# spi_slave

## src/rtl/spi_slave.sv

```systemverilog
// SPI slave front end: deserialises MOSI frames into rx_data/rx_valid and serialises RAM read data on MISO.
// Optional macro SPI_SLAVE_RD_ORDER_EN drops read frames whose command bits disagree with the routed state.
module spi_slave #(
  parameter int FRAME_W = 10,
  parameter int DATA_W  = 8
) (
  input  logic               clk,
  input  logic               rst_n,
  input  logic               SS_n,
  input  logic               MOSI,
  output logic               MISO,
  output logic [FRAME_W-1:0] rx_data,
  output logic               rx_valid,
  input  logic [DATA_W-1:0]  tx_data,
  input  logic               tx_valid
);

  // Handshake: rx_valid is a one-cycle strobe with no back-pressure; tx_valid is
  // honoured only while a completed rd-data frame is waiting for its byte.
  localparam int CNT_W = $clog2(FRAME_W + 1);
  localparam int IDX_W = $clog2(DATA_W + 1);
  localparam logic [CNT_W-1:0] CNT_LAST = CNT_W'(FRAME_W);
  localparam logic [IDX_W-1:0] IDX_LAST = IDX_W'(DATA_W);

  typedef enum logic [2:0] {
    IDLE      = 3'd0,
    CHK_CMD   = 3'd1,
    WRITE     = 3'd2,
    READ_ADD  = 3'd3,
    READ_DATA = 3'd4
  } state_t;

  state_t             state_q, state_d;
  logic [FRAME_W-1:0] shift_q, shift_d;
  logic [CNT_W-1:0]   cnt_q, cnt_d;
  logic [FRAME_W-1:0] rx_data_q, rx_data_d;
  logic               rx_valid_q, rx_valid_d;
  logic               miso_q, miso_d;
  logic               rd_addr_seen_q, rd_addr_seen_d;
  logic [DATA_W-1:0]  tx_byte_q, tx_byte_d;
  logic               rd_wait_q, rd_wait_d;
  logic               tx_busy_q, tx_busy_d;
  logic [IDX_W-1:0]   tx_idx_q, tx_idx_d;
  logic               frame_ok;
  logic               tx_last;

  assign MISO     = miso_q;
  assign rx_data  = rx_data_q;
  assign rx_valid = rx_valid_q;
  assign tx_last  = tx_busy_q && (tx_idx_q == IDX_LAST);

  always_comb begin
`ifdef SPI_SLAVE_RD_ORDER_EN
    frame_ok = 1'b1;
    if (state_q == READ_ADD)  frame_ok = (shift_q[FRAME_W-1 -: 2] == 2'b10);
    if (state_q == READ_DATA) frame_ok = (shift_q[FRAME_W-1 -: 2] == 2'b11);
`else
    frame_ok = 1'b1;
`endif
  end

  always_comb begin
    state_d        = state_q;
    shift_d        = shift_q;
    cnt_d          = cnt_q;
    rx_data_d      = rx_data_q;
    rx_valid_d     = 1'b0;
    miso_d         = miso_q;
    rd_addr_seen_d = rd_addr_seen_q;
    tx_byte_d      = tx_byte_q;
    rd_wait_d      = rd_wait_q;
    tx_busy_d      = tx_busy_q;
    tx_idx_d       = tx_idx_q;

    case (state_q)
      IDLE: begin
        if (!SS_n) state_d = CHK_CMD;
      end
      CHK_CMD: begin
        shift_d = {shift_q[FRAME_W-2:0], MOSI};
        cnt_d   = CNT_W'(1);
        if (!MOSI)               state_d = WRITE;
        else if (rd_addr_seen_q) state_d = READ_DATA;
        else                     state_d = READ_ADD;
      end
      default: begin
        if (cnt_q == CNT_LAST) begin
          cnt_d = '0;
          if (frame_ok) begin
            rx_valid_d = 1'b1;
            rx_data_d  = shift_q;
          end
          if (state_q == READ_ADD && frame_ok) rd_addr_seen_d = 1'b1;
          if (state_q == READ_DATA && frame_ok) rd_wait_d = 1'b1;
          else                                  state_d   = IDLE;
        end else if (rd_wait_q) begin
          if (tx_valid) begin
            tx_byte_d = tx_data;
            tx_busy_d = 1'b1;
            rd_wait_d = 1'b0;
            tx_idx_d  = '0;
          end
        end else if (tx_busy_q) begin
          if (tx_last) begin
            miso_d         = 1'b0;
            tx_busy_d      = 1'b0;
            rd_addr_seen_d = 1'b0;
            state_d        = IDLE;
          end else begin
            miso_d    = tx_byte_q[DATA_W-1];
            tx_byte_d = {tx_byte_q[DATA_W-2:0], 1'b0};
            tx_idx_d  = tx_idx_q + IDX_W'(1);
          end
        end else begin
          shift_d = {shift_q[FRAME_W-2:0], MOSI};
          cnt_d   = cnt_q + CNT_W'(1);
        end
      end
    endcase

    // Deselect aborts everything except the final MISO park, which ends the byte normally.
    if (state_q != IDLE && SS_n && !tx_last) begin
      state_d        = IDLE;
      cnt_d          = '0;
      tx_idx_d       = '0;
      miso_d         = 1'b0;
      rx_valid_d     = 1'b0;
      rx_data_d      = rx_data_q;
      rd_addr_seen_d = rd_addr_seen_q;
      rd_wait_d      = 1'b0;
      tx_busy_d      = 1'b0;
    end
  end

  always_ff @(posedge clk or negedge rst_n) begin
    if (!rst_n) begin
      state_q        <= IDLE;
      shift_q        <= '0;
      cnt_q          <= '0;
      rx_data_q      <= '0;
      rx_valid_q     <= 1'b0;
      miso_q         <= 1'b0;
      rd_addr_seen_q <= 1'b0;
      tx_byte_q      <= '0;
      rd_wait_q      <= 1'b0;
      tx_busy_q      <= 1'b0;
      tx_idx_q       <= '0;
    end else begin
      state_q        <= state_d;
      shift_q        <= shift_d;
      cnt_q          <= cnt_d;
      rx_data_q      <= rx_data_d;
      rx_valid_q     <= rx_valid_d;
      miso_q         <= miso_d;
      rd_addr_seen_q <= rd_addr_seen_d;
      tx_byte_q      <= tx_byte_d;
      rd_wait_q      <= rd_wait_d;
      tx_busy_q      <= tx_busy_d;
      tx_idx_q       <= tx_idx_d;
    end
  end

endmodule

```

## config.mk

```make
export PLATFORM = sky130hd
export DESIGN_NAME = spi_slave
export DESIGN_NICKNAME = d
export VERILOG_FILES = /design/src/rtl/spi_slave.sv
export SDC_FILE = /design/constraint.sdc
export NUM_CORES = 1
export LEC_CHECK = 0
export CORE_MARGIN = 2
export CORE_UTILIZATION = 50
export DETAILED_ROUTE_END_ITERATION = 10
export DONT_BUFFER_PORTS = 1
export GPL_ROUTABILITY_DRIVEN = 0
export PLACE_DENSITY = 0.72
export SETUP_SLACK_MARGIN = 0.15
export SYNTH_ARGS = -nofsm -noshare
export SYNTH_HDL_FRONTEND = slang
export SYNTH_SLANG_ARGS = --single-unit
export TNS_END_PERCENT = 30
```

## constraint.sdc

```tcl
create_clock -name clk -period 2.6 [get_ports clk]
set_input_delay 0.78 -clock clk [delete_from_list [all_inputs] [get_ports clk]]
set_output_delay 0.78 -clock clk [all_outputs]
set_load 0.01 [all_outputs]
```

# fetch_queue_redirect

### src/rtl/rv_pkg.sv
// Shared RISC-V decode helpers for the fetch queue: opcode constants,
// default address width and sign-extended immediate extraction.
package rv_pkg;

    localparam logic [6:0] OPC_JAL    = 7'b1101111;
    localparam logic [6:0] OPC_BRANCH = 7'b1100011;
    localparam int         AW_DEF     = 10;

    // J-type immediate, sign-extended byte offset (bit 0 always zero)
    function automatic logic [31:0] imm_j(input logic [31:0] instr);
        imm_j = {{12{instr[31]}}, instr[19:12], instr[20], instr[30:21], 1'b0};
    endfunction

    // B-type immediate, sign-extended byte offset (bit 0 always zero)
    function automatic logic [31:0] imm_b(input logic [31:0] instr);
        imm_b = {{20{instr[31]}}, instr[7], instr[30:25], instr[11:8], 1'b0};
    endfunction

endpackage

### src/rtl/fq_fifo.sv
// Circular FIFO storage for the fetch queue: DEPTH entries of W bits,
// read/write pointers, occupancy count, full/empty. clr empties it
// synchronously and takes priority over push/pop.
module fq_fifo #(
    parameter int DEPTH = 4,
    parameter int W     = 42,
    parameter int CW    = $clog2(DEPTH + 1)
) (
    input  logic          clk,
    input  logic          rst_n,
    input  logic          clr,
    input  logic          push,
    input  logic          pop,
    input  logic [W-1:0]  wdata,
    output logic [W-1:0]  rdata,
    output logic [CW-1:0] count,
    output logic          full,
    output logic          empty
);

    localparam int PW = (DEPTH > 1) ? $clog2(DEPTH) : 1;

    logic [W-1:0]  mem_q [DEPTH];
    logic [PW-1:0] wptr_q, wptr_d;
    logic [PW-1:0] rptr_q, rptr_d;
    logic [CW-1:0] count_q, count_d;
    logic          do_push_s;
    logic          do_pop_s;

    assign full  = (count_q == CW'(DEPTH));
    assign empty = (count_q == {CW{1'b0}});
    assign count = count_q;
    assign rdata = mem_q[rptr_q];

    // Next pointer and count values; clear wins, pointers wrap mod DEPTH
    always_comb begin
        do_push_s = push & ~clr;
        do_pop_s  = pop & ~empty & ~clr;
        wptr_d    = wptr_q;
        rptr_d    = rptr_q;
        count_d   = count_q;
        if (clr) begin
            wptr_d  = {PW{1'b0}};
            rptr_d  = {PW{1'b0}};
            count_d = {CW{1'b0}};
        end else begin
            if (do_push_s) begin
                wptr_d = wptr_q + PW'(1);
            end else begin
                wptr_d = wptr_q;
            end
            if (do_pop_s) begin
                rptr_d = rptr_q + PW'(1);
            end else begin
                rptr_d = rptr_q;
            end
            case ({do_push_s, do_pop_s})
                2'b10:   count_d = count_q + CW'(1);
                2'b01:   count_d = count_q - CW'(1);
                default: count_d = count_q;
            endcase
        end
    end

    // Pointer and count registers
    always_ff @(posedge clk or negedge rst_n) begin
        if (!rst_n) begin
            wptr_q  <= {PW{1'b0}};
            rptr_q  <= {PW{1'b0}};
            count_q <= {CW{1'b0}};
        end else begin
            wptr_q  <= wptr_d;
            rptr_q  <= rptr_d;
            count_q <= count_d;
        end
    end

    // Entry storage; cleared on reset so the head reads zero when empty
    always_ff @(posedge clk or negedge rst_n) begin
        if (!rst_n) begin
            for (int i = 0; i < DEPTH; i++) begin
                mem_q[i] <= {W{1'b0}};
            end
        end else if (do_push_s) begin
            mem_q[wptr_q] <= wdata;
        end else begin
            mem_q[wptr_q] <= mem_q[wptr_q];
        end
    end

endmodule

### src/rtl/fetch_queue_redirect.sv
// Fetch-side instruction queue with JAL redirect and wrong-path squash.
// Optional static backward-taken branch prediction: FQ_BTFN_PREDICT_EN.
module fetch_queue_redirect
    import rv_pkg::*;
#(
    parameter int DEPTH  = 4,
    parameter int AW     = AW_DEF,
    parameter int SQUASH = 2
) (
    input  logic          clk,
    input  logic          Reset,
    input  logic          f_valid,
    input  logic [31:0]   f_instr,
    input  logic [AW-1:0] f_addr,
    input  logic          flush,
    output logic          Branch,
    output logic [AW-1:0] TargetAddress,
    output logic          d_valid,
    input  logic          d_ready,
    output logic [31:0]   d_instr,
    output logic [AW-1:0] d_addr,
`ifdef FQ_BTFN_PREDICT_EN
    output logic          d_pred,
`endif
    output logic          full,
    output logic          overflow
);

`ifdef FQ_BTFN_PREDICT_EN
    localparam int W = 32 + AW + 1;
`else
    localparam int W = 32 + AW;
`endif
    localparam int CW  = $clog2(DEPTH + 1);
    localparam int SQW = (SQUASH < 1) ? 1 : $clog2(SQUASH + 1);

    logic [SQW-1:0] sq_cnt_q, sq_cnt_d;
    logic           branch_q, branch_d;
    logic [AW-1:0]  target_q, target_d;
    logic           overflow_q, overflow_d;

    logic           pop_s;
    logic           push_ok_s;
    logic           redirect_s;
    logic           pred_s;
    logic [31:0]    offset_s;
    logic [31:0]    target_full_s;
    logic [W-1:0]   wdata_s;
    logic [W-1:0]   rdata_s;
    logic [CW-1:0]  count_s;
    logic           full_s;
    logic           empty_s;
    logic           unused_s;

    fq_fifo #(.DEPTH(DEPTH), .W(W), .CW(CW)) u_fifo (
        .clk   (clk),
        .rst_n (Reset),
        .clr   (flush),
        .push  (push_ok_s),
        .pop   (pop_s),
        .wdata (wdata_s),
        .rdata (rdata_s),
        .count (count_s),
        .full  (full_s),
        .empty (empty_s)
    );

    assign d_valid  = ~empty_s;
    assign d_instr  = rdata_s[31:0];
    assign d_addr   = rdata_s[32 +: AW];
    assign full     = full_s;
    assign overflow = overflow_q;
    assign Branch        = branch_q;
    assign TargetAddress = target_q;
`ifdef FQ_BTFN_PREDICT_EN
    assign d_pred   = rdata_s[W-1];
    assign wdata_s  = {pred_s, f_addr, f_instr};
`else
    assign wdata_s  = {f_addr, f_instr};
`endif
    assign unused_s = ^{count_s, target_full_s};

    // Accept/drop decision, redirect detection and next-state for the
    // squash counter, redirect pulse and sticky overflow
    always_comb begin
        pop_s         = d_valid & d_ready;
        push_ok_s     = f_valid & (sq_cnt_q == {SQW{1'b0}}) & (~full_s | pop_s) & ~flush;
        pred_s        = 1'b0;
        offset_s      = 32'd0;
        if (f_instr[6:0] == OPC_JAL) begin
            pred_s   = 1'b1;
            offset_s = imm_j(f_instr);
`ifdef FQ_BTFN_PREDICT_EN
        end else if ((f_instr[6:0] == OPC_BRANCH) && f_instr[31]) begin
            pred_s   = 1'b1;
            offset_s = imm_b(f_instr);
`endif
        end else begin
            pred_s   = 1'b0;
            offset_s = 32'd0;
        end
        // Word-address step is the byte offset divided by four
        target_full_s = {{(32-AW){1'b0}}, f_addr} + {{2{offset_s[31]}}, offset_s[31:2]};
        redirect_s    = push_ok_s & pred_s;

        branch_d   = redirect_s;
        target_d   = redirect_s ? target_full_s[AW-1:0] : target_q;
        overflow_d = overflow_q |
                     (f_valid & (sq_cnt_q == {SQW{1'b0}}) & full_s & ~pop_s & ~flush);
        if (flush || redirect_s) begin
            sq_cnt_d = SQW'(SQUASH);
        end else if (sq_cnt_q != {SQW{1'b0}}) begin
            sq_cnt_d = sq_cnt_q - SQW'(1);
        end else begin
            sq_cnt_d = {SQW{1'b0}};
        end
    end

    // Redirect, squash and overflow registers
    always_ff @(posedge clk or negedge Reset) begin
        if (!Reset) begin
            sq_cnt_q   <= {SQW{1'b0}};
            branch_q   <= 1'b0;
            target_q   <= {AW{1'b0}};
            overflow_q <= 1'b0;
        end else begin
            sq_cnt_q   <= sq_cnt_d;
            branch_q   <= branch_d;
            target_q   <= target_d;
            overflow_q <= overflow_d;
        end
    end

endmodule

### config.mk
export PLATFORM = sky130hd
export DESIGN_NAME = fetch_queue_redirect
export DESIGN_NICKNAME = d
export VERILOG_FILES = /design/src/rtl/rv_pkg.sv /design/src/rtl/fq_fifo.sv /design/src/rtl/fetch_queue_redirect.sv
export SDC_FILE = /design/constraint.sdc
export NUM_CORES = 1
export LEC_CHECK = 0
export CAP_MARGIN = 10
export CORE_ASPECT_RATIO = 1.1
export CORE_MARGIN = 2
export CORE_UTILIZATION = 50
export DETAILED_ROUTE_END_ITERATION = 12
export PLACE_DENSITY = 0.72
export SYNTH_ARGS = -nofsm -noshare
export SYNTH_HDL_FRONTEND = slang
export SYNTH_SLANG_ARGS = --single-unit
### constraint.sdc
create_clock -name clk -period 1.8 [get_ports clk]
set_input_delay 0.45 -clock clk [delete_from_list [all_inputs] [get_ports clk]]
set_output_delay 0.45 -clock clk [all_outputs]
set_load 0.05 [all_outputs]
# keccak_arbiter

`src/rtl/keccak_arbiter_pkg.sv`:
```
// Shared types and defaults for the two-requester keccak arbiter.
package pkg_keccak;

  localparam int IN_BUF_SIZE     = 64;
  localparam int DIGEST_W        = 256;
  localparam int KA_FLUSH_CYCLES = 2;
  localparam int KA_TIMEOUT      = 4096;

  typedef enum logic [1:0] {
    IDLE,
    FEED,
    WAIT_DIGEST,
    FLUSH
  } arb_state_t;

endpackage

```
`src/rtl/keccak_arbiter_slot.sv`:
```
// One-entry result register: digest, owner id and abort flag, popped with valid/ready.
module keccak_result_slot
  import pkg_keccak::*;
(
  input  logic                clk,
  input  logic                reset,
  input  logic                cap_valid,
  input  logic                cap_id,
  input  logic [DIGEST_W-1:0] cap_digest,
  input  logic                cap_error,
  input  logic                res_ready,
  output logic                res_valid,
  output logic                res_id,
  output logic [DIGEST_W-1:0] res_digest,
  output logic                res_error
);

  logic                valid_q, valid_d;
  logic                id_q, id_d;
  logic [DIGEST_W-1:0] digest_q, digest_d;
  logic                error_q, error_d;

  // Payload is kept after a pop; only a new capture replaces it.
  always_comb begin
    valid_d  = valid_q;
    id_d     = id_q;
    digest_d = digest_q;
    error_d  = error_q;
    if (cap_valid) begin
      valid_d  = 1'b1;
      id_d     = cap_id;
      digest_d = cap_digest;
      error_d  = cap_error;
    end else if (valid_q && res_ready) begin
      valid_d = 1'b0;
    end
  end

  always_ff @(posedge clk) begin
    if (reset) begin
      valid_q  <= 1'b0;
      id_q     <= 1'b0;
      digest_q <= '0;
      error_q  <= 1'b0;
    end else begin
      valid_q  <= valid_d;
      id_q     <= id_d;
      digest_q <= digest_d;
      error_q  <= error_d;
    end
  end

  assign res_valid  = valid_q;
  assign res_id     = id_q;
  assign res_digest = digest_q;
  assign res_error  = error_q;

endmodule

```
`src/rtl/keccak_arbiter.sv`:
```
// Round-robin sharing of one keccak core between two message requesters,
// one whole message per grant, with a core reset between messages.
//
// state       | meaning
// IDLE        | core clean; arbitrate when the result slot is free or popping
// FEED        | forward granted requester's words until its eom word
// WAIT_DIGEST | wait for core digest, watchdog running
// FLUSH       | hold core reset for FLUSH_CYCLES cycles
module keccak_arbiter
  import pkg_keccak::*;
#(
  parameter int FLUSH_CYCLES = KA_FLUSH_CYCLES,
  parameter int TIMEOUT      = KA_TIMEOUT
) (
  input  logic                   clk,
  input  logic                   reset,
  input  logic                   req0_valid,
  input  logic [IN_BUF_SIZE-1:0] req0_data,
  input  logic                   req0_last,
  input  logic                   req0_eom,
  output logic                   req0_ready,
  input  logic                   req1_valid,
  input  logic [IN_BUF_SIZE-1:0] req1_data,
  input  logic                   req1_last,
  input  logic                   req1_eom,
  output logic                   req1_ready,
  output logic [IN_BUF_SIZE-1:0] k_din,
  output logic                   k_din_valid,
  output logic                   k_last_block,
  output logic                   k_reset,
  input  logic                   k_buffer_full,
  input  logic                   k_ready,
  input  logic [DIGEST_W-1:0]    k_dout,
  input  logic                   k_dout_valid,
  output logic                   res_valid,
  output logic                   res_id,
  output logic [DIGEST_W-1:0]    res_digest,
  output logic                   res_error,
  input  logic                   res_ready,
  output logic                   busy
);

  localparam int TW = $clog2(TIMEOUT + 1);
  localparam int FW = (FLUSH_CYCLES > 1) ? $clog2(FLUSH_CYCLES) : 1;

  arb_state_t          state_q, state_d;
  logic                grant_q, grant_d;
  logic                last_grant_q, last_grant_d;
  logic [TW-1:0]       wd_q, wd_d;
  logic [FW-1:0]       fcnt_q, fcnt_d;
  logic                cap_valid;
  logic                cap_error;
  logic [DIGEST_W-1:0] cap_digest;
  logic                slot_free;
  logic                g_valid, g_last, g_eom;

  assign g_valid   = grant_q ? req1_valid : req0_valid;
  assign g_last    = grant_q ? req1_last  : req0_last;
  assign g_eom     = grant_q ? req1_eom   : req0_eom;
  assign slot_free = !res_valid || res_ready;

  always_comb begin
    state_d      = state_q;
    grant_d      = grant_q;
    last_grant_d = last_grant_q;
    wd_d         = wd_q;
    fcnt_d       = fcnt_q;
    cap_valid    = 1'b0;
    cap_error    = 1'b0;
    cap_digest   = '0;
    req0_ready   = 1'b0;
    req1_ready   = 1'b0;
    case (state_q)
      IDLE: begin
        if (slot_free && (req0_valid || req1_valid)) begin
          if (req0_valid && req1_valid) grant_d = !last_grant_q;
          else                          grant_d = req1_valid;
          last_grant_d = grant_d;
          state_d      = FEED;
        end
      end
      FEED: begin
        req0_ready = !grant_q && !k_buffer_full;
        req1_ready = grant_q && !k_buffer_full;
        if (g_valid && !k_buffer_full && g_eom) begin
          state_d = WAIT_DIGEST;
          wd_d    = '0;
        end
      end
      WAIT_DIGEST: begin
        // A digest arriving on the timeout cycle still counts as success.
        if (k_dout_valid) begin
          cap_valid  = 1'b1;
          cap_digest = k_dout;
          state_d    = FLUSH;
          fcnt_d     = FW'(FLUSH_CYCLES - 1);
        end else if (wd_q == TW'(TIMEOUT - 1)) begin
          cap_valid = 1'b1;
          cap_error = 1'b1;
          state_d   = FLUSH;
          fcnt_d    = FW'(FLUSH_CYCLES - 1);
        end else begin
          wd_d = wd_q + 1'b1;
        end
      end
      FLUSH: begin
        if (fcnt_q == '0) state_d = IDLE;
        else              fcnt_d  = fcnt_q - 1'b1;
      end
      default: state_d = IDLE;
    endcase
  end

  always_ff @(posedge clk) begin
    if (reset) begin
      state_q      <= IDLE;
      grant_q      <= 1'b0;
      last_grant_q <= 1'b1;
      wd_q         <= '0;
      fcnt_q       <= '0;
    end else begin
      state_q      <= state_d;
      grant_q      <= grant_d;
      last_grant_q <= last_grant_d;
      wd_q         <= wd_d;
      fcnt_q       <= fcnt_d;
    end
  end

  assign k_din        = grant_q ? req1_data : req0_data;
  assign k_din_valid  = (state_q == FEED) && g_valid && !k_buffer_full;
  assign k_last_block = (state_q == FEED) && g_last;
  assign k_reset      = reset || (state_q == FLUSH);
  assign busy         = (state_q != IDLE);

  keccak_result_slot u_slot (
    .clk        (clk),
    .reset      (reset),
    .cap_valid  (cap_valid),
    .cap_id     (grant_q),
    .cap_digest (cap_digest),
    .cap_error  (cap_error),
    .res_ready  (res_ready),
    .res_valid  (res_valid),
    .res_id     (res_id),
    .res_digest (res_digest),
    .res_error  (res_error)
  );

  // Requester contract: the message-ending word must sit in the final block.
  a_eom_has_last: assert property (@(posedge clk) disable iff (reset)
    (k_din_valid && g_eom) |-> g_last);

  a_core_ready_after_flush: assert property (@(posedge clk) disable iff (reset)
    (state_q == FLUSH && state_d == IDLE) |=> k_ready);

endmodule

```
`config.mk`:
```
export PLATFORM = sky130hd
export DESIGN_NAME = keccak_arbiter
export DESIGN_NICKNAME = d
export VERILOG_FILES = /design/src/rtl/keccak_arbiter_pkg.sv /design/src/rtl/keccak_arbiter_slot.sv /design/src/rtl/keccak_arbiter.sv
export SDC_FILE = /design/constraint.sdc
export NUM_CORES = 1
export LEC_CHECK = 0
export CAP_MARGIN = 5
export CORE_AREA = 4 4 280 282
export CTS_CLUSTER_DIAMETER = 80
export DETAILED_ROUTE_END_ITERATION = 10
export DIE_AREA = 0 0 284 286
export GPL_TIMING_DRIVEN = 0
export SETUP_SLACK_MARGIN = 0.02
export SLEW_MARGIN = 20
export SYNTH_ARGS = -nofsm -noshare
export SYNTH_HDL_FRONTEND = slang
export SYNTH_SLANG_ARGS = --single-unit
```
`constraint.sdc`:
```
create_clock -name clk -period 2.7 [get_ports clk]
set_clock_uncertainty 0.05 [all_clocks]
set_input_delay 0.27 -clock clk [delete_from_list [all_inputs] [get_ports clk]]
set_output_delay 0.27 -clock clk [all_outputs]
set_load 0.03 [all_outputs]
```
**keccak_arbiter: pin map**

Drawn at 1 px/um. Pins as bars across the die edge, other pins in grey.
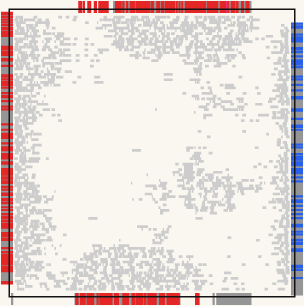
port	colour	pins	direction	edge
res_digest	red	256	output	97 west, 97 north, 62 south
req1_ready	magenta	1	output	north
req0_data	blue	64	input	east
Die W: 284 um
Port Buf Inserts: 722

==> out/metrics.cfg, keccak_arbiter <==
[global_routing]
grt-ovfl-total = 0
grt_pass1_vias = 11791
grt_use_total_pct = 15.1

[pwr]
switching_share_pct = 35.0
power_leader = combinational cells
pg_seq_uw = 4740
p_leak_uw = 0.00704

[die]
row_count = 101
core_area_um2 = 75700

[routing]
ant_nets = 0

[final_layout]
largest_cell_class = buffers
sh_seq_area_pct = 27.4
seq_area_um2 = 5550
layout-drive-gt1-share_pct = 9.37
nClkBuffers = 50
antennaDiodeCount = 9
bufAreaShareNonClock_pct = 38.5

[timing]
grt_setup_unrepaired = false
setup_ws_ns = 0.0955
slew-limit-headroom_pct = 46.3
fin_crit_ns = 2.60

[synthesis]
synth_nets = 1482
topCellsByArea = dfxtp_1, a22oi_1, nor2_1, mux2_2, clkbuf_1
yosysSeqAreaShare_pct = 52.7
synth-cells-yosys = 1081
ys_sh_adder_pct = 0.595
compound_area_share_pct = 21.5
edf_count = 0
syn_area_um2 = 10500

[critical_path]
required_ns = 2.38
worst_setup_path_start_kind = flip-flop
critical_path.max_stage_delay_ns = 0.62

[outcome]
status = finished, final reports clean

[cts]
htreeDepth = 2
post_cts_resize_count = 13

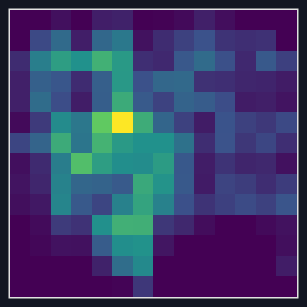
**Above:** spi_slave (wiring heat map).
Drawn at 4 px/um. 14 x 14 tiles, from dark purple (low) to yellow (high), scaled to the fullest tile. Values are wire area over tile area, all layers added.
fullest tile	0.65
emptiest ninth of the die	south-east
nearly empty tiles	22%
densest ninth of the die	centre
mean over tiles	0.14
tiles over half the peak	11%
routed wire length per instance: 17.6 um
overall routed net length: 4.27 mm

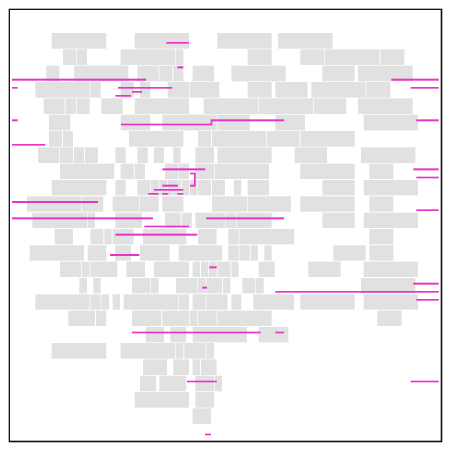
**Above:** spi_slave (signal wires on met3).
Drawn at 6 px/um. Cells faint in the background.
share of all routed wire	6.1%
main direction	horizontal
longest straight run	26.9 um
nets with wire on the layer	31
met3 Track Usage GR: 7.17%
vias: 1,544

==> out/metrics.cfg, spi_slave <==
[final_layout]
sh_seq_area_pct = 45.9
largest_cell_class = logic gates
nets = 207
antennaDiodeCount = 0
lay_top_cells = dfrtp_1, nand2_1, a21oi_1
nClkBuffers = 6

[cts]
post_cts_resize_count = 0
clock_sinks = 44

[timing]
fin_tns_setup_ns = 0
drv_slew = 0
max_slew.worst_pin.slew_ns = 0.632
clock.fmax_mhz = 465

[critical_path]
rr_endpoint = shift_q[0]
cp.arrival_ns = 2.34
worst_setup_path_start_kind = flip-flop
cpMaxStageDelayCell = and3b_1

[synthesis]
synth_top_area_share_pct = 47.9
compound_area_share_pct = 15.2
topCellsByArea = dfrtp_1, mux2_4, mux2_1, mux2i_1, a21oi_1
flop_cell = dfrtp_1
syn_avg_cell_area_um2 = 12.1
ys_ff = 44
synth_area_leader_cell = dfrtp_1
async_flop_share_pct = 100

[die]
core_area_um2 = 4380
die_h_um = 71.8
num_io_pins = 25

[global_routing]
grt.busiest_layer = met2
grt_max_degree = 45
grtUsageMet1_pct = 21.2
grt_use_total_pct = 18.1
grt_pass1_vias = 1524

[outcome]
status = finished, final reports clean

[pwr]
switching_share_pct = 38.0
pwr-share-seq_pct = 42.3
p_int_uw = 1690
total_power_uw = 2720

[placement]
numPlacedInstances = 235

[routing]
ant_nets = 0
drt-met1-wl_mm = 1.75
top_layer = met4

[flow_run]
warnings = 28

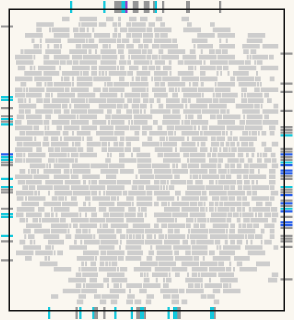
**Above:** fetch_queue_redirect (pin map).
Drawn at 2 px/um. Pins as bars across the die edge, other pins in grey.
port	colour	pins	direction	edge
d_instr	cyan	32	output	12 south, 11 west, 5 north, 4 east
f_addr	blue	10	input	9 east, 1 west
full	purple	1	output	north
all pins by edge	37 east, 23 west, 22 south, 21 north
Port Buf Inserts: 102
Die W: 137 um
Die Height: 150 um

==> out/metrics.cfg, fetch_queue_redirect <==
[outcome]
status = finished, violations left
violations = negative setup slack

[final_layout]
nets = 1081
layout-drive-gt1-share_pct = 51.6
nClkBuffers = 18
syn2layout_area_growth_pct = 43.6

[pwr]
power_leader = combinational cells
pg_seq_uw = 6370
p_comb_uw = 10800

[timing]
setup_ws_ns = -0.521
grt_setup_unrepaired = true
finalCritPeriodShare_pct = 129
setup_viol = 209
fin_skew_ns = 0.0118

[critical_path]
rr_endpoint = u_fifo.mem_q[137]
worstSetupStartpoint = u_fifo.rptr_q[0]

[placement]
numPlacedInstances = 1224

[synthesis]
topCombFamilyByArea = multiplexers
async_flop_share_pct = 100
ys_ff = 189

[global_routing]
grt_use_total_pct = 26.5
grt_pass1_wl_mm = 41.0

[die]
core_area_um2 = 19000

[routing]
dr_wl_met2_mm = 13.9
wl_per_cell_um = 20.6
dr.pass1.iters = 5

[cts]
clock_path_buffers = 2


==> screenshots <==
Clock routing.
panel A
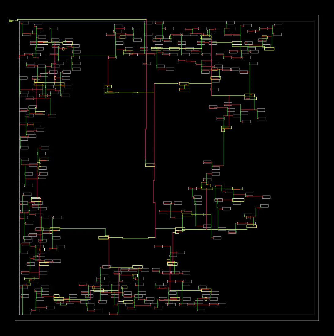
panel B
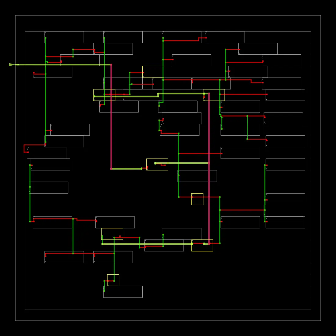
panel C
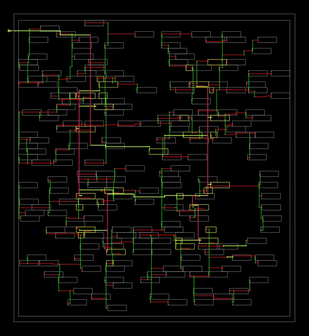
Panel C is fetch_queue_redirect.
Panel B is spi_slave.
Panel A is keccak_arbiter.
Of these, fewest sequential cells: panel B
Of these, fewest clock buffers: panel B


No activity file was given, so power comes from the tool's default toggle rates.
